# ---- design 1 ----
Figure 1. Floorplan with the power grid (design 1).
Pins as bars on the die edge.
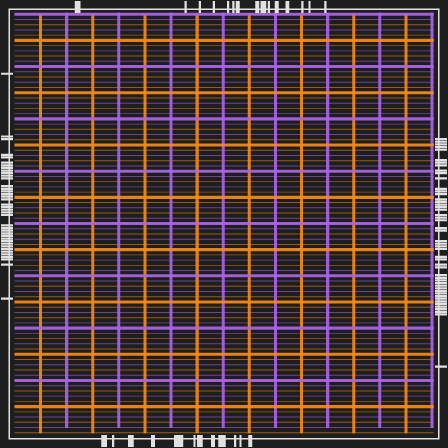

## config.mk

```make
export PLATFORM = sky130hd
export DESIGN_NAME = stream_match
export DESIGN_NICKNAME = d
export VERILOG_FILES = /design/src/rtl/stream_match.sv
export SDC_FILE = /design/constraint.sdc
export NUM_CORES = 1
export LEC_CHECK = 0
export ABC_AREA = 1
export CAP_MARGIN = 20
export CORE_MARGIN = 2
export CORE_UTILIZATION = 25
export DETAILED_ROUTE_END_ITERATION = 8
export GPL_TIMING_DRIVEN = 0
export PLACE_DENSITY = 0.5
export SETUP_SLACK_MARGIN = 0.4
export SLEW_MARGIN = 5
export SYNTH_ARGS = -nofsm -noshare
export SYNTH_HDL_FRONTEND = slang
export SYNTH_SLANG_ARGS = --single-unit
```

## constraint.sdc

```tcl
create_clock -name clk -period 1.29 [get_ports clk]
set_clock_uncertainty 0.15 [all_clocks]
set_input_delay 0.258 -clock clk [delete_from_list [all_inputs] [get_ports clk]]
set_output_delay 0.258 -clock clk [all_outputs]
set_load 0.005 [all_outputs]
```

## src/rtl/stream_match.sv

```systemverilog
// stream_match
// Collects a serial bit stream (MSB first) into a WIDTH-bit shift register.
// When end_of_sequence closes the stream, the captured value goes out on
// data_out. The next cycle compares it against NUM_KEYS prestored keys and
// pulses done with the match result.
//
// Ports
//   clk              single clock, rising edge
//   rst_n            asynchronous active-low reset
//   bit_valid        bit_in carries a stream bit this cycle
//   bit_in           serial data bit, MSB of the sequence first
//   end_of_sequence  one-cycle strobe that closes the current sequence
//   bit_ready        high while bits and end_of_sequence are accepted
//   data_out         last captured sequence, right-aligned, zero-extended
//   done             one-cycle pulse when the result outputs update
//   match            captured sequence equals a key and has exactly WIDTH bits
//   match_idx        lowest matching key index, 0 when match=0
//   len_err          captured length was not exactly WIDTH bits
//
// state   | meaning
// --------+---------------------------------------------------------------
// COLLECT | shifting in bits; end_of_sequence captures data_out
// COMPARE | compare data_out with all keys, register result, pulse done
module stream_match #(
    parameter int WIDTH    = 128,
    parameter int NUM_KEYS = 4,
    parameter logic [WIDTH*NUM_KEYS-1:0] KEYS = {
        128'hFFEEDDCCBBAA99887766554433221100,
        128'h0123456789ABCDEFFEDCBA9876543210,
        128'hDEADBEEFCAFEF00D0BADC0DE12345678,
        128'h0
    },
    localparam int IDX_W = (NUM_KEYS > 1) ? $clog2(NUM_KEYS) : 1,
    localparam int CNT_W = $clog2(WIDTH + 1)
) (
    input  logic             clk,
    input  logic             rst_n,
    input  logic             bit_valid,
    input  logic             bit_in,
    input  logic             end_of_sequence,
    output logic             bit_ready,
    output logic [WIDTH-1:0] data_out,
    output logic             done,
    output logic             match,
    output logic [IDX_W-1:0] match_idx,
    output logic             len_err
);

    typedef enum logic {
        COLLECT = 1'b0,
        COMPARE = 1'b1
    } state_t;

    localparam logic [CNT_W-1:0] FULL_CNT = CNT_W'(WIDTH);

    state_t             state;
    logic [WIDTH-1:0]   shift_q;
    logic [CNT_W-1:0]   count_q;
    logic               ovf_q;

    logic [WIDTH-1:0]   shift_nxt;
    logic [CNT_W-1:0]   count_nxt;
    logic               ovf_nxt;

    logic               hit;
    logic [IDX_W-1:0]   hit_idx;
    logic               len_bad;

    assign bit_ready = (state == COLLECT);

    // A same-cycle bit is applied before end_of_sequence captures, so the
    // capture path and the normal shift path share this next-state value.
    always_comb begin
        shift_nxt = shift_q;
        count_nxt = count_q;
        ovf_nxt   = ovf_q;
        if (bit_valid) begin
            if (count_q < FULL_CNT) begin
                shift_nxt = {shift_q[WIDTH-2:0], bit_in};
                count_nxt = count_q + CNT_W'(1);
            end else begin
                ovf_nxt = 1'b1;
            end
        end
    end

    // Scan from the top index down so the lowest matching key wins.
    always_comb begin
        hit     = 1'b0;
        hit_idx = '0;
        for (int k = NUM_KEYS - 1; k >= 0; k--) begin
            if (data_out == KEYS[k*WIDTH +: WIDTH]) begin
                hit     = 1'b1;
                hit_idx = IDX_W'(k);
            end
        end
    end

    // count_q/ovf_q still hold the captured length during COMPARE.
    assign len_bad = (count_q != FULL_CNT) || ovf_q;

    always_ff @(posedge clk or negedge rst_n) begin
        if (!rst_n) begin
            state     <= COLLECT;
            shift_q   <= '0;
            count_q   <= '0;
            ovf_q     <= 1'b0;
            data_out  <= '0;
            done      <= 1'b0;
            match     <= 1'b0;
            match_idx <= '0;
            len_err   <= 1'b0;
        end else begin
            done <= 1'b0;
            case (state)
                COLLECT: begin
                    shift_q <= shift_nxt;
                    count_q <= count_nxt;
                    ovf_q   <= ovf_nxt;
                    if (end_of_sequence) begin
                        data_out <= shift_nxt;
                        state    <= COMPARE;
                    end
                end
                COMPARE: begin
                    len_err   <= len_bad;
                    match     <= hit && !len_bad;
                    match_idx <= (hit && !len_bad) ? hit_idx : '0;
                    done      <= 1'b1;
                    shift_q   <= '0;
                    count_q   <= '0;
                    ovf_q     <= 1'b0;
                    state     <= COLLECT;
                end
            endcase
        end
    end

endmodule

```

# ---- design 2 ----
--- src/rtl/atm_terminal_frontend_if.sv ---
// atm_terminal_frontend_if: card, keypad and core command/response signals of the ATM terminal front end.
interface atm_terminal_frontend_if;
  logic       card_in;
  logic [9:0] card_number;
  logic [10:0] card_expiry;
  logic       key_valid;
  logic [3:0] key_code;
  logic       atm_ready;
  logic       atm_declined;
  logic [9:0] credit_number;
  logic [10:0] expiration_date;
  logic [9:0] password;
  logic [9:0] new_password;
  logic [9:0] destination;
  logic [9:0] withdraw;
  logic [2:0] operation;
  logic       cmd_valid;
  logic       exit;
  logic       busy;
  logic       last_declined;
  modport master (
    input  card_in, card_number, card_expiry, key_valid, key_code, atm_ready, atm_declined,
    output credit_number, expiration_date, password, new_password, destination, withdraw,
    output operation, cmd_valid, exit, busy, last_declined
  );
  modport slave (
    output card_in, card_number, card_expiry, key_valid, key_code, atm_ready, atm_declined,
    input  credit_number, expiration_date, password, new_password, destination, withdraw,
    input  operation, cmd_valid, exit, busy, last_declined
  );
endinterface

--- src/rtl/atm_terminal_frontend.sv ---
// atm_terminal_frontend: card/keypad session front end issuing one strobed command at a time to the ATM core.
// Define ATM_FRONTEND_TIMEOUT_EN to add the inactivity timeout that forces an eject.
module atm_terminal_frontend #(
  parameter int TIMEOUT_CYCLES = 1000,
  parameter int MAX_DECLINES = 3,
  parameter int CNT_W = 10
) (
  input logic clock,
  input logic reset,
  atm_terminal_frontend_if.master bus
);
  localparam int DW = $clog2(MAX_DECLINES + 1);
  typedef enum logic [2:0] {IDLE, PIN, MENU, ARG1, ARG2, ISSUE, WAIT, EJECT} state_t;
  state_t state;
  logic [9:0] acc;
  logic [DW-1:0] dec_cnt;
  logic [13:0] acc_mul;
  logic [9:0] acc_sat;
  logic is_digit, is_enter, is_cancel, is_clear, entry, expired;
  if (2 ** CNT_W < TIMEOUT_CYCLES) begin : g_cnt_w_check
    $error("CNT_W too narrow for TIMEOUT_CYCLES");
  end
  assign acc_mul = 14'(acc) * 14'd10 + 14'(bus.key_code);
  assign acc_sat = acc_mul > 14'd1023 ? 10'd1023 : acc_mul[9:0];
  assign is_digit = bus.key_valid && bus.key_code < 4'd10;
  assign is_enter = bus.key_valid && bus.key_code == 4'd10;
  assign is_cancel = bus.key_valid && bus.key_code == 4'd11;
  assign is_clear = bus.key_valid && bus.key_code == 4'd12;
  assign entry = state == PIN || state == ARG1 || state == ARG2;
`ifdef ATM_FRONTEND_TIMEOUT_EN
  logic [CNT_W-1:0] timer;
  logic counting;
  assign counting = entry || state == MENU || state == WAIT;
  assign expired = counting && timer == CNT_W'(TIMEOUT_CYCLES - 1);
`else
  assign expired = 1'b0;
`endif
  // Every state transition goes through here so the registered flags always match the new state.
  task automatic go(input state_t s);
    state <= s;
    bus.exit <= s == IDLE || s == EJECT;
    bus.busy <= s != IDLE;
    bus.cmd_valid <= s == ISSUE;
`ifdef ATM_FRONTEND_TIMEOUT_EN
    timer <= '0;
`endif
  endtask
  always_ff @(posedge clock or posedge reset) begin
    if (reset) begin
      state <= IDLE;
      acc <= '0;
      dec_cnt <= '0;
      bus.credit_number <= '0;
      bus.expiration_date <= '0;
      bus.password <= '0;
      bus.new_password <= '0;
      bus.destination <= '0;
      bus.withdraw <= '0;
      bus.operation <= '0;
      bus.cmd_valid <= 1'b0;
      bus.exit <= 1'b1;
      bus.busy <= 1'b0;
      bus.last_declined <= 1'b0;
`ifdef ATM_FRONTEND_TIMEOUT_EN
      timer <= '0;
`endif
    end else begin
`ifdef ATM_FRONTEND_TIMEOUT_EN
      if (bus.key_valid || bus.atm_ready) timer <= '0;
      else if (counting) timer <= timer + 1'b1;
`endif
      if (entry && is_digit) acc <= acc_sat;
      else if (entry && is_clear) acc <= '0;
      case (state)
        IDLE: if (bus.card_in) begin
          bus.credit_number <= bus.card_number;
          bus.expiration_date <= bus.card_expiry;
          go(PIN);
        end
        PIN: if (expired || is_cancel) go(EJECT);
        else if (is_enter) begin
          bus.password <= acc;
          acc <= '0;
          go(MENU);
        end
        MENU: if (expired || is_cancel) go(EJECT);
        else if (is_digit && bus.key_code >= 4'd1 && bus.key_code <= 4'd6) begin
          bus.operation <= bus.key_code[2:0];
          go(bus.key_code == 4'd2 || bus.key_code == 4'd3 || bus.key_code == 4'd5 ? ARG1 : ISSUE);
        end
        ARG1, ARG2: if (expired) go(EJECT);
        else if (is_cancel) begin
          bus.operation <= '0;
          acc <= '0;
          go(MENU);
        end else if (is_enter) begin
          if (state == ARG2 || bus.operation == 3'd2) bus.withdraw <= acc;
          else if (bus.operation == 3'd3) bus.destination <= acc;
          else bus.new_password <= acc;
          acc <= '0;
          go(state == ARG1 && bus.operation == 3'd3 ? ARG2 : ISSUE);
        end
        ISSUE: go(WAIT);
        WAIT: if (bus.atm_ready) begin
          bus.last_declined <= bus.atm_declined;
          if (!bus.atm_declined) begin
            dec_cnt <= '0;
            if (bus.operation == 3'd5) bus.password <= bus.new_password;
            bus.operation <= '0;
            go(MENU);
          end else if (dec_cnt == DW'(MAX_DECLINES - 1)) go(EJECT);
          else begin
            dec_cnt <= dec_cnt + 1'b1;
            bus.operation <= '0;
            go(MENU);
          end
        end else if (expired) begin
          bus.last_declined <= 1'b1;
          go(EJECT);
        end
        EJECT: begin
          acc <= '0;
          dec_cnt <= '0;
          bus.credit_number <= '0;
          bus.expiration_date <= '0;
          bus.password <= '0;
          bus.new_password <= '0;
          bus.destination <= '0;
          bus.withdraw <= '0;
          bus.operation <= '0;
          go(IDLE);
        end
        default: go(IDLE);
      endcase
    end
  end
endmodule

--- src/flat_wrapper.sv ---
// flat-port wrapper written by rule: the top's interface ports become plain ports
module atm_terminal_frontend_flat 
#(
  parameter int TIMEOUT_CYCLES = 1000,
  parameter int MAX_DECLINES = 3,
  parameter int CNT_W = 10
)
  (clock, reset, bus_card_in, bus_card_number, bus_card_expiry, bus_key_valid, bus_key_code, bus_atm_ready, bus_atm_declined, bus_credit_number, bus_expiration_date, bus_password, bus_new_password, bus_destination, bus_withdraw, bus_operation, bus_cmd_valid, bus_exit, bus_busy, bus_last_declined);
  atm_terminal_frontend_if bus_i ();
  input logic clock;
  input logic reset;
  input wire logic [$bits(bus_i.card_in)-1:0] bus_card_in;
  input wire logic [$bits(bus_i.card_number)-1:0] bus_card_number;
  input wire logic [$bits(bus_i.card_expiry)-1:0] bus_card_expiry;
  input wire logic [$bits(bus_i.key_valid)-1:0] bus_key_valid;
  input wire logic [$bits(bus_i.key_code)-1:0] bus_key_code;
  input wire logic [$bits(bus_i.atm_ready)-1:0] bus_atm_ready;
  input wire logic [$bits(bus_i.atm_declined)-1:0] bus_atm_declined;
  output wire logic [$bits(bus_i.credit_number)-1:0] bus_credit_number;
  output wire logic [$bits(bus_i.expiration_date)-1:0] bus_expiration_date;
  output wire logic [$bits(bus_i.password)-1:0] bus_password;
  output wire logic [$bits(bus_i.new_password)-1:0] bus_new_password;
  output wire logic [$bits(bus_i.destination)-1:0] bus_destination;
  output wire logic [$bits(bus_i.withdraw)-1:0] bus_withdraw;
  output wire logic [$bits(bus_i.operation)-1:0] bus_operation;
  output wire logic [$bits(bus_i.cmd_valid)-1:0] bus_cmd_valid;
  output wire logic [$bits(bus_i.exit)-1:0] bus_exit;
  output wire logic [$bits(bus_i.busy)-1:0] bus_busy;
  output wire logic [$bits(bus_i.last_declined)-1:0] bus_last_declined;
  assign bus_i.card_in = bus_card_in;
  assign bus_i.card_number = bus_card_number;
  assign bus_i.card_expiry = bus_card_expiry;
  assign bus_i.key_valid = bus_key_valid;
  assign bus_i.key_code = bus_key_code;
  assign bus_i.atm_ready = bus_atm_ready;
  assign bus_i.atm_declined = bus_atm_declined;
  assign bus_credit_number = bus_i.credit_number;
  assign bus_expiration_date = bus_i.expiration_date;
  assign bus_password = bus_i.password;
  assign bus_new_password = bus_i.new_password;
  assign bus_destination = bus_i.destination;
  assign bus_withdraw = bus_i.withdraw;
  assign bus_operation = bus_i.operation;
  assign bus_cmd_valid = bus_i.cmd_valid;
  assign bus_exit = bus_i.exit;
  assign bus_busy = bus_i.busy;
  assign bus_last_declined = bus_i.last_declined;
  atm_terminal_frontend #(.TIMEOUT_CYCLES(TIMEOUT_CYCLES), .MAX_DECLINES(MAX_DECLINES), .CNT_W(CNT_W)) u_core (.clock(clock), .reset(reset), .bus(bus_i));
endmodule
--- config.mk ---
export PLATFORM = sky130hd
export DESIGN_NAME = atm_terminal_frontend_flat
export DESIGN_NICKNAME = d
export VERILOG_FILES = /design/src/rtl/atm_terminal_frontend_if.sv /design/src/rtl/atm_terminal_frontend.sv /design/src/flat_wrapper.sv
export SDC_FILE = /design/constraint.sdc
export NUM_CORES = 1
export LEC_CHECK = 0
export CAP_MARGIN = 20
export CORE_MARGIN = 8
export CORE_UTILIZATION = 52
export DETAILED_ROUTE_END_ITERATION = 10
export PLACE_DENSITY_LB_ADDON = 0.05
export SYNTH_ARGS = -nofsm -noshare
export SYNTH_HDL_FRONTEND = slang
export SYNTH_SLANG_ARGS = --single-unit
export TNS_END_PERCENT = 20
--- constraint.sdc ---
create_clock -name clock -period 3.6 [get_ports clock]
set_input_delay 0.36 -clock clock [delete_from_list [all_inputs] [get_ports clock]]
set_output_delay 0.36 -clock clock [all_outputs]
set_load 0.01 [all_outputs]
# ---- design 3 ----
--- src/rtl/siso_shift_ctrl_pkg.sv ---
// ---------------------------------------------------------------------------
// siso_ctrl_pkg
// Shared definitions for the SISO shift controller:
//   state_t   : controller FSM states (IDLE / SHIFT / DONE), 2-bit encoding
//   cnt_width : width of the enabled-cycle counter for a WIDTH/DEPTH pair
// ---------------------------------------------------------------------------
package siso_ctrl_pkg;

  typedef enum logic [1:0] {
    IDLE  = 2'd0,
    SHIFT = 2'd1,
    DONE  = 2'd2
  } state_t;

  // The counter must hold values 0..WIDTH+DEPTH-1 inclusive.
  function automatic int cnt_width(input int width, input int depth);
    return $clog2(width + depth + 1);
  endfunction

endpackage

--- src/rtl/siso_shift_ctrl_if.sv ---
// ---------------------------------------------------------------------------
// siso_shift_ctrl_if
// Bundles the controller's producer, consumer and SISO-side signals.
//   in_valid/in_ready/in_data    : parallel word input handshake
//   out_valid/out_ready/out_data : reassembled word output handshake
//   siso_en/siso_din/siso_dout   : serial datapath control and data
//   busy                         : controller is in SHIFT or DONE
// master : the controller side
// slave  : the environment side (producer, consumer and SISO)
// ---------------------------------------------------------------------------
interface siso_shift_ctrl_if #(
  parameter int WIDTH = 8
);

  logic             in_valid;
  logic             in_ready;
  logic [WIDTH-1:0] in_data;
  logic             siso_en;
  logic             siso_din;
  logic             siso_dout;
  logic             out_valid;
  logic             out_ready;
  logic [WIDTH-1:0] out_data;
  logic             busy;

  modport master (
    input  in_valid, in_data, siso_dout, out_ready,
    output in_ready, siso_en, siso_din, out_valid, out_data, busy
  );

  modport slave (
    output in_valid, in_data, siso_dout, out_ready,
    input  in_ready, siso_en, siso_din, out_valid, out_data, busy
  );

endinterface

--- src/rtl/siso_shift_ctrl.sv ---
// ---------------------------------------------------------------------------
// siso_shift_ctrl
// Sequencer for an enable-gated DEPTH-stage SISO shift register. A WIDTH-bit
// word accepted in IDLE is shifted LSB-first into the SISO, followed by DEPTH
// zero flush bits. Bits leaving the SISO are reassembled into rx and offered
// on the output handshake in DONE.
// Ports:
//   clk   : rising-edge clock
//   reset : asynchronous active-high reset
//   bus   : siso_shift_ctrl_if.master (handshakes, SISO control, busy)
// ---------------------------------------------------------------------------
module siso_shift_ctrl
  import siso_ctrl_pkg::*;
#(
  parameter int WIDTH = 8,
  parameter int DEPTH = 4
) (
  input  logic               clk,
  input  logic               reset,
  siso_shift_ctrl_if.master  bus
);

  localparam int CW = cnt_width(WIDTH, DEPTH);
  localparam logic [CW-1:0] CNT_FIRST_CAP = CW'(DEPTH);
  localparam logic [CW-1:0] CNT_LAST      = CW'(WIDTH + DEPTH - 1);

  state_t           state;
  logic [WIDTH-1:0] tx;
  logic [WIDTH-1:0] rx;
  logic [CW-1:0]    cnt;
  logic             in_ready_r;
  logic             siso_en_r;
  logic             out_valid_r;
  logic             busy_r;

  // FSM plus tx/rx shifters and the enabled-cycle counter. Handshake and
  // enable flags are registered together with the state so that every output
  // comes straight from a flop. Captures begin only at k=DEPTH: the bit seen
  // at siso_dout then is the first bit of the current word, so whatever the
  // SISO held beforehand never reaches rx.
  always_ff @(posedge clk or posedge reset) begin
    if (reset) begin
      state       <= IDLE;
      tx          <= '0;
      rx          <= '0;
      cnt         <= '0;
      in_ready_r  <= 1'b1;
      siso_en_r   <= 1'b0;
      out_valid_r <= 1'b0;
      busy_r      <= 1'b0;
    end else begin
      case (state)
        IDLE: begin
          if (bus.in_valid) begin
            state      <= SHIFT;
            tx         <= bus.in_data;
            rx         <= '0;
            cnt        <= '0;
            in_ready_r <= 1'b0;
            siso_en_r  <= 1'b1;
            busy_r     <= 1'b1;
          end
        end
        SHIFT: begin
          tx <= tx >> 1;
          if (cnt >= CNT_FIRST_CAP) begin
            rx <= (rx >> 1) | (WIDTH'(bus.siso_dout) << (WIDTH - 1));
          end
          if (cnt == CNT_LAST) begin
            state       <= DONE;
            siso_en_r   <= 1'b0;
            out_valid_r <= 1'b1;
          end else begin
            cnt <= cnt + 1'b1;
          end
        end
        DONE: begin
          if (bus.out_ready) begin
            state       <= IDLE;
            out_valid_r <= 1'b0;
            in_ready_r  <= 1'b1;
            busy_r      <= 1'b0;
          end
        end
        default: begin
          state       <= IDLE;
          in_ready_r  <= 1'b1;
          siso_en_r   <= 1'b0;
          out_valid_r <= 1'b0;
          busy_r      <= 1'b0;
        end
      endcase
    end
  end

  // tx has drained to zero by the time SHIFT ends, but gating with the enable
  // keeps siso_din quiet outside SHIFT regardless of tx contents.
  assign bus.siso_din  = siso_en_r & tx[0];
  assign bus.siso_en   = siso_en_r;
  assign bus.in_ready  = in_ready_r;
  assign bus.out_valid = out_valid_r;
  assign bus.out_data  = rx;
  assign bus.busy      = busy_r;

endmodule

--- src/flat_wrapper.sv ---
// flat-port wrapper written by rule: the top's interface ports become plain ports
module siso_shift_ctrl_flat import siso_ctrl_pkg::*;
#(
  parameter int WIDTH = 8,
  parameter int DEPTH = 4
)
  (clk, reset, bus_in_valid, bus_in_data, bus_siso_dout, bus_out_ready, bus_in_ready, bus_siso_en, bus_siso_din, bus_out_valid, bus_out_data, bus_busy);
  siso_shift_ctrl_if #(.WIDTH(WIDTH)) bus_i ();
  input  logic clk;
  input  logic reset;
  input wire logic [$bits(bus_i.in_valid)-1:0] bus_in_valid;
  input wire logic [$bits(bus_i.in_data)-1:0] bus_in_data;
  input wire logic [$bits(bus_i.siso_dout)-1:0] bus_siso_dout;
  input wire logic [$bits(bus_i.out_ready)-1:0] bus_out_ready;
  output wire logic [$bits(bus_i.in_ready)-1:0] bus_in_ready;
  output wire logic [$bits(bus_i.siso_en)-1:0] bus_siso_en;
  output wire logic [$bits(bus_i.siso_din)-1:0] bus_siso_din;
  output wire logic [$bits(bus_i.out_valid)-1:0] bus_out_valid;
  output wire logic [$bits(bus_i.out_data)-1:0] bus_out_data;
  output wire logic [$bits(bus_i.busy)-1:0] bus_busy;
  assign bus_i.in_valid = bus_in_valid;
  assign bus_i.in_data = bus_in_data;
  assign bus_i.siso_dout = bus_siso_dout;
  assign bus_i.out_ready = bus_out_ready;
  assign bus_in_ready = bus_i.in_ready;
  assign bus_siso_en = bus_i.siso_en;
  assign bus_siso_din = bus_i.siso_din;
  assign bus_out_valid = bus_i.out_valid;
  assign bus_out_data = bus_i.out_data;
  assign bus_busy = bus_i.busy;
  siso_shift_ctrl #(.WIDTH(WIDTH), .DEPTH(DEPTH)) u_core (.clk(clk), .reset(reset), .bus(bus_i));
endmodule
--- config.mk ---
export PLATFORM = sky130hd
export DESIGN_NAME = siso_shift_ctrl_flat
export DESIGN_NICKNAME = d
export VERILOG_FILES = /design/src/rtl/siso_shift_ctrl_pkg.sv /design/src/rtl/siso_shift_ctrl_if.sv /design/src/rtl/siso_shift_ctrl.sv /design/src/flat_wrapper.sv
export SDC_FILE = /design/constraint.sdc
export NUM_CORES = 1
export LEC_CHECK = 0
export CORE_MARGIN = 10
export CORE_UTILIZATION = 45
export CTS_BUF_LIST = sky130_fd_sc_hd__clkbuf_4 sky130_fd_sc_hd__clkbuf_8
export DETAILED_ROUTE_END_ITERATION = 12
export MAX_ROUTING_LAYER = met4
export PLACE_DENSITY_LB_ADDON = 0.15
export SLEW_MARGIN = 20
export SYNTH_ARGS = -nofsm -noshare
export SYNTH_HDL_FRONTEND = slang
export SYNTH_SLANG_ARGS = --single-unit
--- constraint.sdc ---
create_clock -name clk -period 3.65 [get_ports clk]
set_input_delay 0.73 -clock clk [delete_from_list [all_inputs] [get_ports clk]]
set_output_delay 0.73 -clock clk [all_outputs]
set_load 0.01 [all_outputs]
Figure 2. Floorplan with the power grid (design 3).
Pins as bars on the die edge.
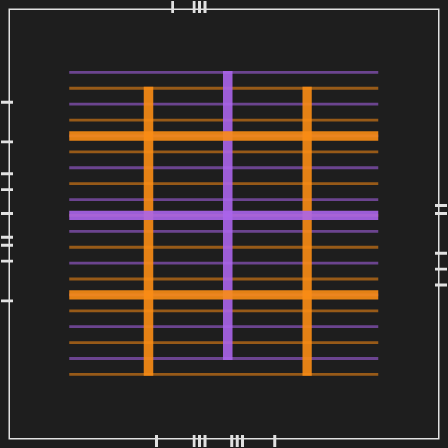
| color | net |
|---|---|
| orange | VSS |
| purple | VDD |
met4 straps: 3
met5 straps: 3

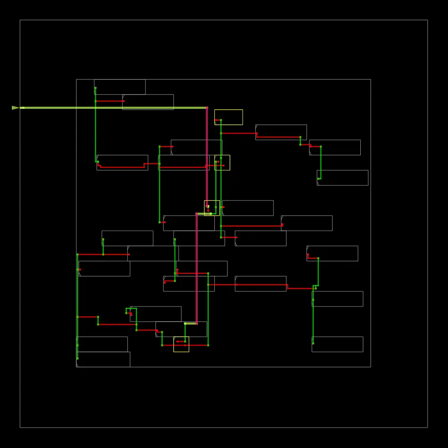
Figure 3: design 3, the clock network.
Num CTS Buffers: 3
seq_cells: 26

==> ci_impl_report.md, design 3 <==
## Implementation flow summary

| Metric | Value |
|---|---|
| Top sig layer | met4 |
| Period utilization | about three fifths |
| Clock-cell share of area | under 10% |
| M1 WL | 1.205 mm |
| RSZ-0062 raised after global routing | no |
| Signal inverters | 13 |
| Cell Pwr Density | between 700 and 800 nW/um2 |
| Fraction of area in multi-input gates | between 30% and 40% |
| Global placement routability congestion | around 0.76 |
| Setup TNS | 0 ns |
| Clk pin slew, worst setup/hold paths | 0.14 ns |
| Post-synthesis cell area | roughly 1300 um2 |
| Area after DPL | about 1500 um2 |
| Slew HR | a little over a third |
| Flop share of the area | about two fifths |
| Final worst slack | 1.500 ns |
| Design Power | 1.139 mW |
| Yosys Instances | 130 |
| GR Util All Layers | approximately 11% |
| Largest Pwr Group | registers |
| Design area | 1553 um2 |
| Core area | 2734 um2 |
| Largest delay share family, worst path | flip-flops |
| Status | finished, final reports clean |
| YS chip area | 1275 um2 |
| R2r setup slk | 1.70 ns |
| IO Pins | 26 |
| H-tree depth | 1 |
| Max clock buf depth | 2 |
| Top class by area | sequential cells |
==> design 3: per-stage QoR <==
stage	cells	util, %
after floorplan	130	-
after global placement	179	55.47
after detailed placement	179	55.47
after CTS	183	56.80
after global routing	183	56.80
final	183	56.80
==> design 3: layout by cell type (no fill, tap or decap), drive strengths merged, types with 2 or more instances in the layout <==
cell,count
nor2b,3
o21ai,13
a21oi,8
clkdlybuf4s50,25
mux2i,8
nand3,4
and3b,7
clkbuf,4
o211ai,2
nand2,26
nor2,3
inv,13
dfrtp,25
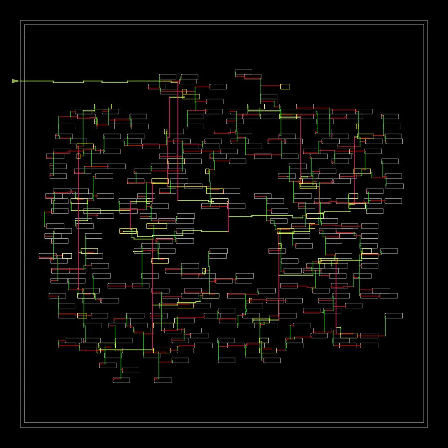
Figure 4: design 1, the clock network.
Num CTS Buffers: 29
clock buffer count in the final layout: 40

Notes on Figure 1 above:
| color | net |
|---|---|
| orange | VSS |
| purple | VDD |
met1 rails: 81
met4 straps: 16

==> ci_impl_report.md, design 1 <==
## Implementation flow summary

| Metric | Value |
|---|---|
| Failing checks | negative hold slack, negative setup slack |
| Fraction of area in multi-input gates | 32.60% |
| Die Size | ~50000 um2 |
| Hold WS | -0.5257 ns |
| Worst path arrival time | 1.49 ns |
| Initial antenna violation count | 0 |
| HP Class | primary input to asynchronous set/reset pin |
| Number of global-route vias before repair | roughly 12000 |
| Met2 WL post-DR | approximately 25 mm |
| Post-CTS Setup Inserts | just over 200 |
| Final worst slack | -0.6095 ns |
| FF-to-FF End | match_idx[0] |
| Well Taps | slightly above 600 |
| Seq_cells | 271 |
| Top Registers | data_out: 128 flops, shift_q: 128 flops, count_q: 8 flops |
| Final hold viol count | 271 |
| Synth mux share | less than 1% |
| Final setup fails | 404 |
| Status | finished, violations left |
| Core area | around 47000 um2 |
-- design 1: per-stage QoR --
step,instance area (um2),setup WS (ns),util [%]
after floorplan,12210,-0.1502,-
final,22640,-0.6095,47.72
after detailed placement,14450,-0.9590,30.45
after CTS,19490,-0.5738,41.08
after global placement,14360,-12.16,30.27
after global routing,22640,-0.7127,47.72
-- design 1: logic make-up after synthesis --
logic type	after synthesis
AND-OR/OR-AND	265
multiplexers	4
adder cells (fa/ha/maj)	2
AND/OR/NAND/NOR	730
flip-flops	271
buffers and inverters	203
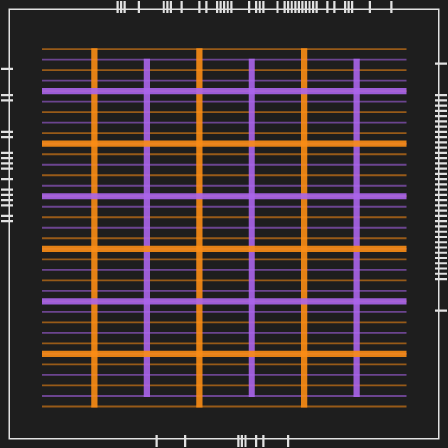
Figure 5: design 2, floorplan with the power grid.
Pins as bars on the die edge.
| color | net |
|---|---|
| orange | VSS |
| purple | VDD |
signal pins: 99
rows: 34

==> ci_impl_report.md, design 2 <==
## Implementation flow summary

| Metric | Value |
|---|---|
| Ao+oa area frac | roughly 18% |
| Iter 0 DRT Violations | 232 |
| Design area | between 5000 and 6000 um2 |
| Fillcell total | about 670 |
| Number of global-route vias before repair | ~4000 |
| Area after DPL | roughly 5800 um2 |
| #FFs+latches synth | approximately 83 |
| Worst path arrival time | roughly 3.5 ns |
| PostCTS Resize Cnt | 0 |
| Pint | ~3.5 mW |
| R2r setup slk | around 0.27 ns |
| Seq group | 1.67 mW |
| Worst r2r src | u_core.acc[1] |
| Critical path cell sequence | ha_1, ha_1, fa_1, a211oi_2, o22ai_1, nor4b_4, nand4_2, a21oi_4, a221oi_1 |
| Clock Power | between 700 and 800 uW |
| Drt pass-1 iters | 4 |
| CTS tree | yes |
| Max clock buf depth | 2 |
| VDD IR max | 0.8950 mV |
| Layout area overhead | 28.38% |
| Crit path top cell by count | ha_1 |
| Status | finished, final reports clean |
| Global placement routability congestion | between 0.9 and 1 |
| WP depth | 9 |
| Dominant flop cell | dfrtp_1 |
| Kind of critical path | register to register |
| Max cap viols | 0 |
| YS chip area | roughly 4700 um2 |
| Crit path largest cell delay | 0.48 ns |
| Initial antenna violation count | 0 |
| CP startpoint | u_core.acc[1] |
| Number of enable flip-flop cells | 0 |
| Vias per std cell | just under 6 |
| DR vias | ~3800 |
| Syn Nets | between 400 and 500 |
| Clock Sinks | around 83 |
| Adders+Majority by Area | under 10% |
| Period utilization | 92.40% |
| Final setup fails | 0 |
| Residual antenna-violating net count after detailed routing | 0 |
| Post-synth ARST share | 100.0% |
| Global-route wire length before repair | 20.53 mm |
| Top logic family | AND-OR/OR-AND gates |
| IO Pins | slightly below 100 |
| Leakage | roughly 2.7 nW |
| XOR Share, Synth | approximately 1.3% |
| Design Power | 6.009 mW |
| Hold WS | 0.4000 ns |
| DRC Markers | 0 |
| Simple-Gate Fraction of Synth Area | between 10% and 20% |
| Setup TNS | 0 ns |
| Final worst slack | 0.2738 ns |
| Synth top cell by count | dfrtp_1 |
| Share of cells above drive strength 1 | roughly 15% |
| Site Rows | 34 |
-- design 2: layer usage --
layer  track usage, %  vias to the layer above  share of wire, %
met5                0                        -                 0
met4            7.297                        0               1.4
met3            5.087                       16               5.6
met2            33.15                      105                48
met1            25.05                     1859                45
li1                 -                     1805                 -
-- design 2: cell type report --
| cell class | count | area share (%) |
|---|---|---|
| multi-input cells | 313 | 40.26 |
| flip-flops and latches | 83 | 34.67 |
| repair buffers | 108 | 17.83 |
| well taps | 108 | 2.254 |
| clock buffers | 9 | 2.066 |
| clock inverters | 7 | 1.649 |
| inverters | 20 | 1.273 |

==> gallery <==
M1 wires.
Supply wires on this layer in gray.
panel A
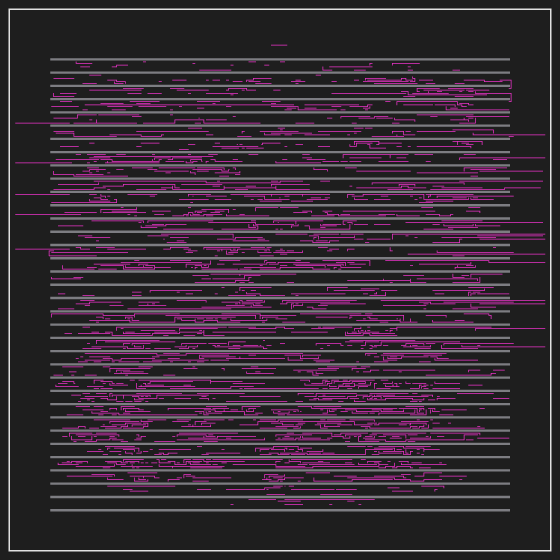
panel B
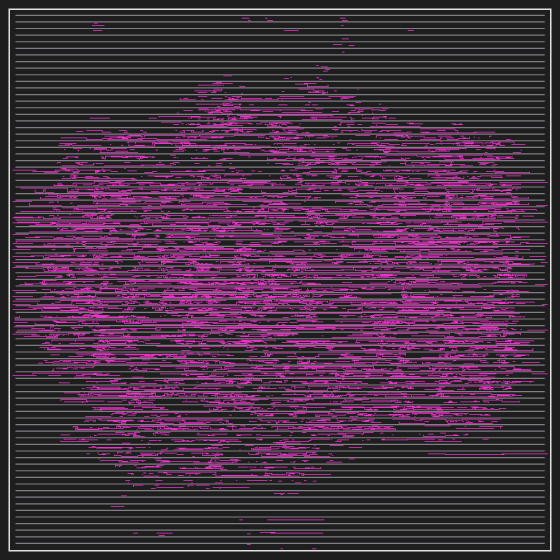
panel C
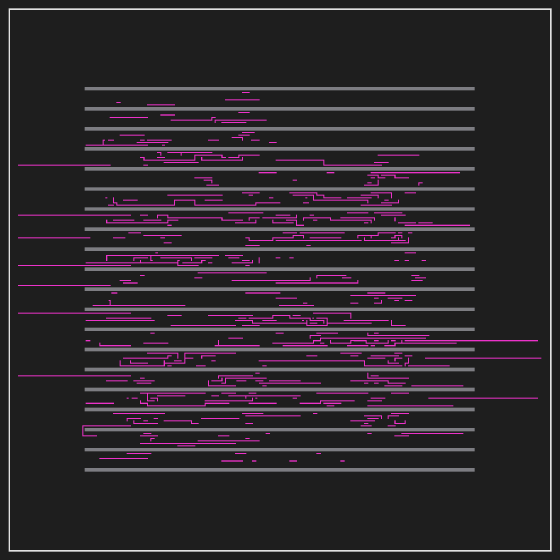
panel C -> design 3
panel A -> design 2
panel B -> design 1

Key to panel B:
nets with wire on the layer: 1803
share of all routed wire: 43%
main direction: horizontal
longest straight run: 76.8 um
wire length on this layer: 22.0 mm


# ---- design 4 ----
Figure 6. M1 wires (design 4).
Supply wires on this layer in gray.
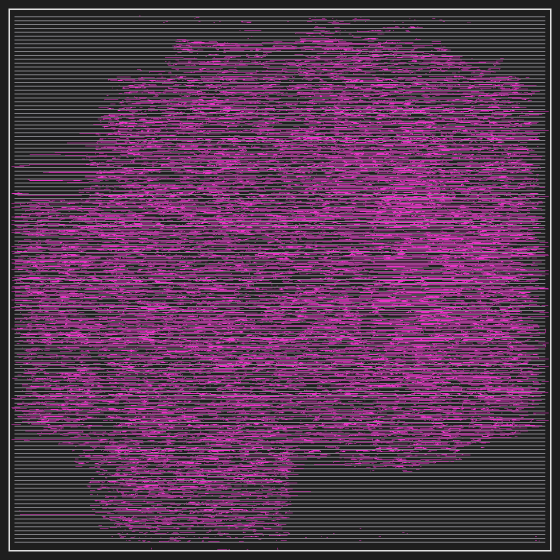

===== config.mk =====
export PLATFORM = sky130hd
export DESIGN_NAME = btb_lookup
export DESIGN_NICKNAME = d
export VERILOG_FILES = /design/src/rtl/btb_pkg.sv /design/src/rtl/btb_way_match.sv /design/src/rtl/btb_lookup.sv
export SDC_FILE = /design/constraint.sdc
export NUM_CORES = 2
export LEC_CHECK = 0
export CAP_MARGIN = 30
export CELL_PAD_IN_SITES_DETAIL_PLACEMENT = 1
export CELL_PAD_IN_SITES_GLOBAL_PLACEMENT = 1
export CORE_MARGIN = 3
export CORE_UTILIZATION = 40
export CTS_CLUSTER_SIZE = 40
export DETAILED_ROUTE_END_ITERATION = 10
export GPL_TIMING_DRIVEN = 0
export PLACE_DENSITY = 0.74
export SYNTH_ARGS = -nofsm -noshare
export SYNTH_HDL_FRONTEND = slang
export SYNTH_SLANG_ARGS = --single-unit

===== constraint.sdc =====
create_clock -name clk -period 43.9 [get_ports clk]
set_clock_uncertainty 0.1 [all_clocks]
set_input_delay 8.78 -clock clk [delete_from_list [all_inputs] [get_ports clk]]
set_output_delay 8.78 -clock clk [all_outputs]
set_load 0.05 [all_outputs]

===== src/rtl/btb_pkg.sv =====
// Shared BTB definitions: way layout, branch-state encoding and geometry.
// Used by the lookup path, the write side and the predictor FSM.
package btb_pkg;

  localparam int NUM_SETS = 8;
  localparam int INDEX_W  = 3;
  localparam int TAG_W    = 27;
  localparam int TARGET_W = 32;
  localparam int STATE_W  = 2;
  localparam int WAY_W    = 64;
  localparam int SET_W    = 128;

  localparam int VALID_BIT  = 63;
  localparam int TAG_MSB    = 62;
  localparam int TAG_LSB    = 36;
  localparam int TARGET_MSB = 35;
  localparam int TARGET_LSB = 4;
  localparam int STATE_MSB  = 3;
  localparam int STATE_LSB  = 2;
  localparam int PAD_MSB    = 1;
  localparam int PAD_LSB    = 0;

  localparam int WAY1_MSB = 127;
  localparam int WAY1_LSB = 64;
  localparam int WAY2_MSB = 63;
  localparam int WAY2_LSB = 0;

  typedef enum logic [STATE_W-1:0] {
    STRONG_NOT_TAKEN = 2'b00,
    WEAK_NOT_TAKEN   = 2'b01,
    WEAK_TAKEN       = 2'b10,
    STRONG_TAKEN     = 2'b11
  } bp_state_t;

  typedef struct packed {
    logic                valid;
    logic [TAG_W-1:0]    tag;
    logic [TARGET_W-1:0] target;
    bp_state_t           state;
    logic [1:0]          pad;
  } btb_way_t;

  function automatic btb_way_t clear_pad(input btb_way_t w);
    btb_way_t r;
    r     = w;
    r.pad = 2'b00;
    return r;
  endfunction

  function automatic logic state_taken(input bp_state_t s);
    return s[1];
  endfunction

endpackage


===== src/rtl/btb_way_match.sv =====
// Tag comparison for a single BTB way; unpacks target and branch state.
module btb_way_match
  import btb_pkg::*;
(
  input  logic [WAY_W-1:0]    way,
  input  logic [TAG_W-1:0]    tag,
  output logic                hit,
  output logic [TARGET_W-1:0] target,
  output bp_state_t           state
);

  btb_way_t way_s;
  logic     unused_pad;

  assign way_s      = btb_way_t'(way);
  assign hit        = way_s.valid & (way_s.tag == tag);
  assign target     = way_s.target;
  assign state      = way_s.state;
  assign unused_pad = ^way_s.pad;

endmodule


===== src/rtl/btb_lookup.sv =====
// Two-way, eight-set branch target buffer lookup with registered prediction,
// per-set LRU tracking and same-cycle write-to-lookup bypass.
module btb_lookup
  import btb_pkg::*;
(
  input  logic                clk,
  input  logic                rst,
  input  logic [31:0]         pc,
  input  logic                read_en,
  input  logic                stall,
  input  logic                flush,
  output logic                pred_valid,
  output logic                pred_taken,
  output logic [TARGET_W-1:0] pred_target,
  input  logic [INDEX_W-1:0]  update_index,
  output logic [SET_W-1:0]    update_set,
  output logic [NUM_SETS-1:0] lru,
  input  logic                write_en,
  input  logic [INDEX_W-1:0]  write_index,
  input  logic [SET_W-1:0]    write_set,
  input  logic                write_lru
);

  logic [SET_W-1:0]    sets_r [NUM_SETS];
  logic [NUM_SETS-1:0] lru_r;
  logic                pred_valid_r;
  logic                pred_taken_r;
  logic [TARGET_W-1:0] pred_target_r;

  logic [INDEX_W-1:0]  index_s;
  logic [TAG_W-1:0]    tag_s;
  logic                unused_pc;
  logic [SET_W-1:0]    lookup_set_s;
  logic                hit1_s;
  logic                hit2_s;
  logic [TARGET_W-1:0] target1_s;
  logic [TARGET_W-1:0] target2_s;
  bp_state_t           state1_s;
  bp_state_t           state2_s;
  logic                next_valid_s;
  logic                next_taken_s;
  logic [TARGET_W-1:0] next_target_s;
  logic                read_upd_s;
  logic [NUM_SETS-1:0] lru_next_s;

  assign index_s   = pc[4:2];
  assign tag_s     = pc[31:5];
  assign unused_pc = ^pc[1:0];

  // Lookup source: a write landing on the same set is forwarded to the compare.
  always_comb begin
    lookup_set_s = '0;
    if (write_en && (write_index == index_s)) begin
      lookup_set_s = write_set;
    end else begin
      lookup_set_s = sets_r[index_s];
    end
  end

  btb_way_match u_way1 (
    .way    (lookup_set_s[WAY1_MSB:WAY1_LSB]),
    .tag    (tag_s),
    .hit    (hit1_s),
    .target (target1_s),
    .state  (state1_s)
  );

  btb_way_match u_way2 (
    .way    (lookup_set_s[WAY2_MSB:WAY2_LSB]),
    .tag    (tag_s),
    .hit    (hit2_s),
    .target (target2_s),
    .state  (state2_s)
  );

  // Prediction candidate; way1 takes precedence when both ways match.
  always_comb begin
    next_valid_s  = 1'b0;
    next_taken_s  = 1'b0;
    next_target_s = '0;
    if (read_en && hit1_s) begin
      next_valid_s  = 1'b1;
      next_taken_s  = state_taken(state1_s);
      next_target_s = target1_s;
    end else if (read_en && hit2_s) begin
      next_valid_s  = 1'b1;
      next_taken_s  = state_taken(state2_s);
      next_target_s = target2_s;
    end else begin
      next_valid_s  = 1'b0;
      next_taken_s  = 1'b0;
      next_target_s = '0;
    end
  end

  // Next LRU vector: write-side update overrides the read-hit update on the same set.
  always_comb begin
    lru_next_s = lru_r;
    read_upd_s = read_en & ~stall & ~flush & (hit1_s | hit2_s);
    for (int i = 0; i < NUM_SETS; i++) begin
      if (write_en && (write_index == INDEX_W'(i))) begin
        lru_next_s[i] = write_lru;
      end else if (read_upd_s && (index_s == INDEX_W'(i))) begin
        lru_next_s[i] = ~hit1_s;
      end else begin
        lru_next_s[i] = lru_r[i];
      end
    end
  end

  // Prediction registers: flush beats stall beats capture.
  always_ff @(posedge clk or posedge rst) begin
    if (rst) begin
      pred_valid_r  <= 1'b0;
      pred_taken_r  <= 1'b0;
      pred_target_r <= '0;
    end else if (flush) begin
      pred_valid_r  <= 1'b0;
      pred_taken_r  <= 1'b0;
      pred_target_r <= '0;
    end else if (!stall) begin
      pred_valid_r  <= next_valid_s;
      pred_taken_r  <= next_taken_s;
      pred_target_r <= next_target_s;
    end
  end

  // LRU state register.
  always_ff @(posedge clk or posedge rst) begin
    if (rst) begin
      lru_r <= '0;
    end else begin
      lru_r <= lru_next_s;
    end
  end

  // Set storage; writes ignore stall and flush, pad bits are stored as zero.
  always_ff @(posedge clk or posedge rst) begin
    if (rst) begin
      for (int i = 0; i < NUM_SETS; i++) begin
        sets_r[i] <= '0;
      end
    end else if (write_en) begin
      sets_r[write_index] <= {clear_pad(btb_way_t'(write_set[WAY1_MSB:WAY1_LSB])),
                              clear_pad(btb_way_t'(write_set[WAY2_MSB:WAY2_LSB]))};
    end
  end

  assign pred_valid  = pred_valid_r;
  assign pred_taken  = pred_taken_r;
  assign pred_target = pred_target_r;
  assign update_set  = sets_r[update_index];
  assign lru         = lru_r;

endmodule


# ---- design 5 ----
===== src/rtl/or_bus_pkg.sv =====
// Shared state encoding and default sizing for the OR-bus arbiter.
package or_bus_pkg;

  typedef enum logic {
    IDLE  = 1'b0,
    OWNED = 1'b1
  } state_t;

  localparam int N_DEF        = 4;
  localparam int W_DEF        = 8;
  localparam int MAX_HOLD_DEF = 15;

endpackage


===== src/rtl/or_bus_arbiter_rr_pick.sv =====
// Rotating priority finder: first requester after `last`, skipping excluded ports.
// Purely combinational.
module rr_pick
  import or_bus_pkg::*;
#(
  parameter int N  = N_DEF,
  parameter int LW = (N > 1) ? $clog2(N) : 1
) (
  input  logic [N-1:0]  req,
  input  logic [LW-1:0] last,
  input  logic [N-1:0]  excl,
  output logic          found,
  output logic [LW-1:0] idx
);

  int            j;
  logic [LW-1:0] jj;

  always_comb begin
    found = 1'b0;
    idx   = '0;
    j     = 0;
    jj    = '0;
    // k == N revisits `last` itself, so the previous owner is last in line
    for (int k = 1; k <= N; k++) begin
      j  = (int'(last) + k) % N;
      jj = LW'(j);
      if (!found && req[jj] && !excl[jj]) begin
        found = 1'b1;
        idx   = jj;
      end
    end
  end

endmodule


===== src/rtl/or_bus_arbiter.sv =====
// Round-robin owner of a shared AND-OR bus: registered one-hot grant, hold timeout,
// back-to-back handover. Grant follows req by one cycle; bus_data is combinational from gnt.
module or_bus_arbiter
  import or_bus_pkg::*;
#(
  parameter int N        = N_DEF,
  parameter int W        = W_DEF,
  parameter int MAX_HOLD = MAX_HOLD_DEF,
  parameter int LW       = (N > 1) ? $clog2(N) : 1,
  parameter int CW       = $clog2(MAX_HOLD + 1)
) (
  input  logic           clk,
  input  logic           rst_n,
  input  logic [N-1:0]   req,
  input  logic [N*W-1:0] data_in,
  output logic [N-1:0]   gnt,
  output logic [LW-1:0]  gnt_id,
  output logic           busy,
  output logic [W-1:0]   bus_data
);

  state_t        state_q, state_d;
  logic [N-1:0]  gnt_q, gnt_d;
  logic [LW-1:0] last_q, last_d;
  logic [CW-1:0] cnt_q, cnt_d;
  logic          run_q;

  logic          found;
  logic [LW-1:0] win;
  logic [N-1:0]  excl;
  logic          owner_req;
  logic [N-1:0]  one;

  assign one       = {{(N-1){1'b0}}, 1'b1};
  assign owner_req = |(req & gnt_q);
  assign excl      = (state_q == OWNED) ? gnt_q : '0;

  rr_pick #(.N(N), .LW(LW)) u_pick (
    .req   (req),
    .last  (last_q),
    .excl  (excl),
    .found (found),
    .idx   (win)
  );

  always_comb begin
    state_d = state_q;
    gnt_d   = gnt_q;
    last_d  = last_q;
    cnt_d   = cnt_q;
    case (state_q)
      IDLE: begin
        if (run_q && found) begin
          state_d = OWNED;
          gnt_d   = one << win;
          last_d  = win;
          cnt_d   = CW'(1);
        end
      end
      OWNED: begin
        if (owner_req && (cnt_q < CW'(MAX_HOLD))) begin
          cnt_d = cnt_q + CW'(1);
        end else if (found) begin
          // timeout preemption or release handover, both without an idle cycle
          gnt_d  = one << win;
          last_d = win;
          cnt_d  = CW'(1);
        end else if (!owner_req) begin
          state_d = IDLE;
          gnt_d   = '0;
          cnt_d   = '0;
        end
      end
      default: begin
        state_d = IDLE;
        gnt_d   = '0;
        cnt_d   = '0;
      end
    endcase
  end

  // run_q delays arbitration until the first edge after reset release
  always_ff @(posedge clk or negedge rst_n) begin
    if (!rst_n) begin
      state_q <= IDLE;
      gnt_q   <= '0;
      last_q  <= LW'(N - 1);
      cnt_q   <= '0;
      run_q   <= 1'b0;
    end else begin
      state_q <= state_d;
      gnt_q   <= gnt_d;
      last_q  <= last_d;
      cnt_q   <= cnt_d;
      run_q   <= 1'b1;
    end
  end

  assign gnt    = gnt_q;
  assign busy   = |gnt_q;
  assign gnt_id = (state_q == OWNED) ? last_q : '0;

  logic [W-1:0] masked [N];

  for (genvar i = 0; i < N; i++) begin : g_and
    assign masked[i] = data_in[i*W +: W] & {W{gnt_q[i]}};
  end

  always_comb begin
    bus_data = '0;
    for (int i = 0; i < N; i++) bus_data = bus_data | masked[i];
  end

endmodule


===== config.mk =====
export PLATFORM = sky130hd
export DESIGN_NAME = or_bus_arbiter
export DESIGN_NICKNAME = d
export VERILOG_FILES = /design/src/rtl/or_bus_pkg.sv /design/src/rtl/or_bus_arbiter_rr_pick.sv /design/src/rtl/or_bus_arbiter.sv
export SDC_FILE = /design/constraint.sdc
export NUM_CORES = 1
export LEC_CHECK = 0
export CORE_MARGIN = 3
export CORE_UTILIZATION = 30
export DETAILED_ROUTE_END_ITERATION = 6
export SYNTH_ARGS = -nofsm -noshare
export SYNTH_HDL_FRONTEND = slang
export SYNTH_SLANG_ARGS = --single-unit

===== constraint.sdc =====
create_clock -name clk -period 2.35 [get_ports clk]
set_clock_uncertainty 0.15 [all_clocks]
set_input_delay 0.47 -clock clk [delete_from_list [all_inputs] [get_ports clk]]
set_output_delay 0.47 -clock clk [all_outputs]
set_load 0.1 [all_outputs]

Figure 7. The clock network (design 4).
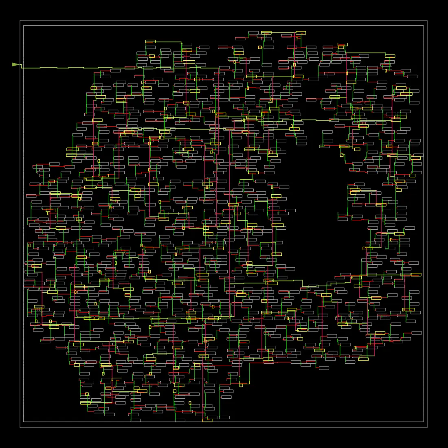
Clock Power: 992 uW
clock buffer count in the final layout: 166
seq_cells: 1034

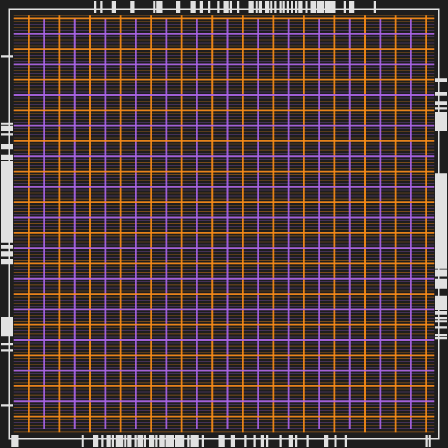
Figure 8: design 4, floorplan with the power grid.
Pins as bars on the die edge.
| color | net |
|---|---|
| purple | VDD |
| orange | VSS |
signal pins: 343
met5 straps: 27

About Figure 6:
main direction: horizontal
wire length on this layer: 89.5 mm

==> ci_impl_report.md, design 4 <==
## Implementation flow summary

| Metric | Value |
|---|---|
| Status | finished, final reports clean |
| Kind of critical path | primary input to output pin |
| Site Rows | between 100 and 150 |
| Cell Pwr Density | between 40 and 50 nW/um2 |
| CP Launch Type | primary input |
| R2r setup slk | between 30 and 40 ns |
| Layout area overhead | 18.74% |
| Post-synth ARST share | 100.0% |
| Dominant flop cell | dfrtp_1 |
| Core area | approximately 140000 um2 |
| Max clock buf depth | 3 |
| Largest fanout on the critical path | 10 |
| Cell Count, Final, Fillers Out | 6582 |
| Iter 0 DRT Violations | 4207 |
| CP Capture Type | output pin |
| Place WS | 22.48 ns |
| Design Power | about 3.2 mW |
| Area share, top type | approximately 46% |
| Crit path buf inv count | 4 |
| Final worst slack | 22.48 ns |
## design 4: where the power goes
part | total [mW] | switching (mW) | internal (mW)
sequential | 1.31 | 0.158 | 1.15
clock | 0.992 | 0.427 | 0.565
combinational | 0.937 | 0.483 | 0.454
total | 3.24 | 1.07 | 2.17
## design 4: logic make-up after synthesis
logic type      Yosys count  synth area share [%]
simple gates            688                 5.340
flops                  1034                 46.21
other cells               1              0.006697
mux                    1601                 40.81
buf+inv                 385                 3.025
compound gates          373                 4.156
xor+xnor                 29                0.4536
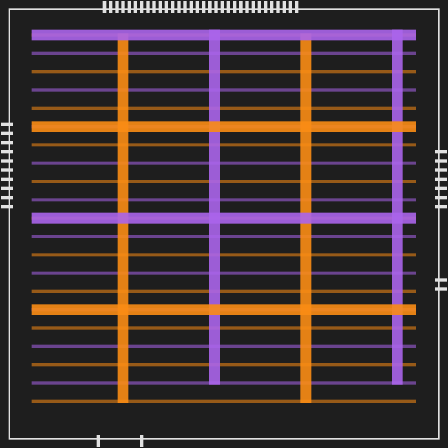
Figure 9: design 5, floorplan with the power grid.
Pins as bars on the die edge.
| color | net |
|---|---|
| purple | VDD |
| orange | VSS |
signal pins: 53
rows: 20
met5 straps: 4
met4 straps: 4

==> ci_impl_report.md, design 5 <==
## Implementation flow summary

| Metric | Value |
|---|---|
| Status | finished, final reports clean |
| Simple-Gate Fraction of Synth Area | a little under a fifth |
| M1 WL | about 1.3 mm |
| Seq_cells | 12 |
| Global placement routability congestion | just over 0.8 |
| Number of enable flip-flop cells | 0 |
| Cells after synthesis | ~110 |
| Number of global-route vias before repair | about 1100 |
| Largest fanout on the critical path | 13 |
| Residual overflow from global routing | 0 |
| Main area contributors | dfrtp_1 25%, a22oi_1 14%, nand2_1 6.8%, dfstp_2 5.3%, a21bo_4 3.3% |
| Switching part of the total | 58.72% |
| Fraction of area in multi-input gates | 39.15% |
| Worst path arrival time | 1.57 ns |
| HP Class | primary input to asynchronous set/reset pin |
| Leakage | slightly above 0.7 nW |
| Clock Power | between 150 and 200 uW |
| R2r setup slk | 0.24 ns |
| Unique masters post-synth | 41 |
| CP Capture Type | output pin |
| Setup TNS | 0 ns |
| M3 GR Usage | between 2 and 2.5% |
| Most frequent logic cell in the layout | clkdlybuf4s50_1 |
| Drt pass-1 iters | 5 |
| Tool warnings | 27 |
| CP Launch Type | register |
| Design Power | 2.882 mW |
| Logic area | approximately 670 um2 |
| Place WS | ~0.07 ns |
| Clock root buffer master | clkbuf_4 |
| Top class by area | combinational gates |
| Cell Count, Final, Fillers Out | 205 |
| Cell Pwr Density | 1695 nW/um2 |
| Area share, top type | ~25% |
| Crit path buf inv count | 1 |
| Area after DPL | between 1500 and 2000 um2 |
| Max-slew violations | 0 |
| Vias per std cell | about 5.4 |
| Die Width | ~64 um |
| FMAX | 456.2 MHz |
| Ao+oa area frac | between 40% and 50% |
| Residual antenna-violating net count after detailed routing | 0 |
| Fillcell total | between 300 and 400 |
| Combinational Power Share | between 70% and 80% |
| Post-CTS Setup Inserts | 0 |
| Layout Nets | roughly 200 |
==> design 5: worst max-delay path by stage <==
stage	startpoint	endpoint	slack, ns	cells after the start
global route	state_q	cnt_q[2]	0.07	5
global placement	req[1]	gnt[3]	0.08	6
detailed placement	req[0]	gnt[3]	0.07	6
floorplan	gnt[1]	bus_data[1]	-0.09	3
finish	gnt[1]	busy	0.16	2
CTS	gnt[1]	busy	0.15	2
==> design 5: logic make-up after synthesis <==
logic type,after synthesis
other,1
buffers and inverters,10
muxes,1
AOI/OAI and AO/OA,53
adders and majority gates,1
DFF,12
and+or+nand+nor,33


==> notes/layouts.md <==
Pictures saved along the way, in no particular order.

Logic cells by family.
picture 1
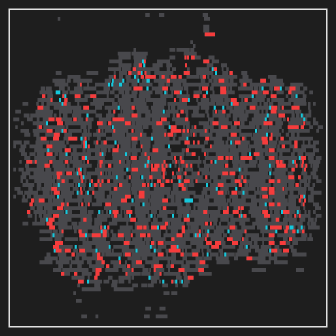
picture 2
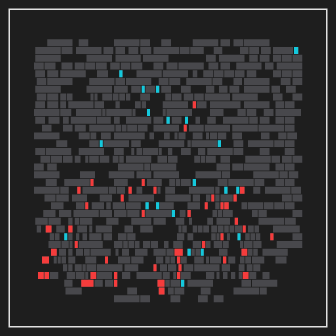
picture 3
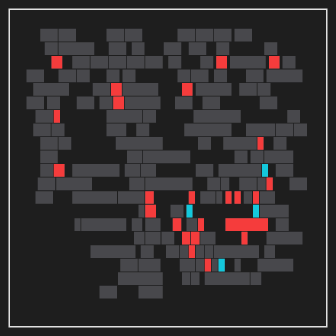
picture 4
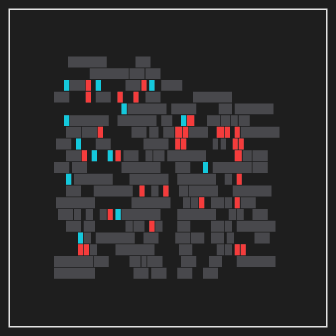
design 2 -> picture 2
design 5 -> picture 3
design 1 -> picture 1
design 3 -> picture 4
Of these, most cells: picture 1

No activity file was given, so power comes from the tool's default toggle rates.
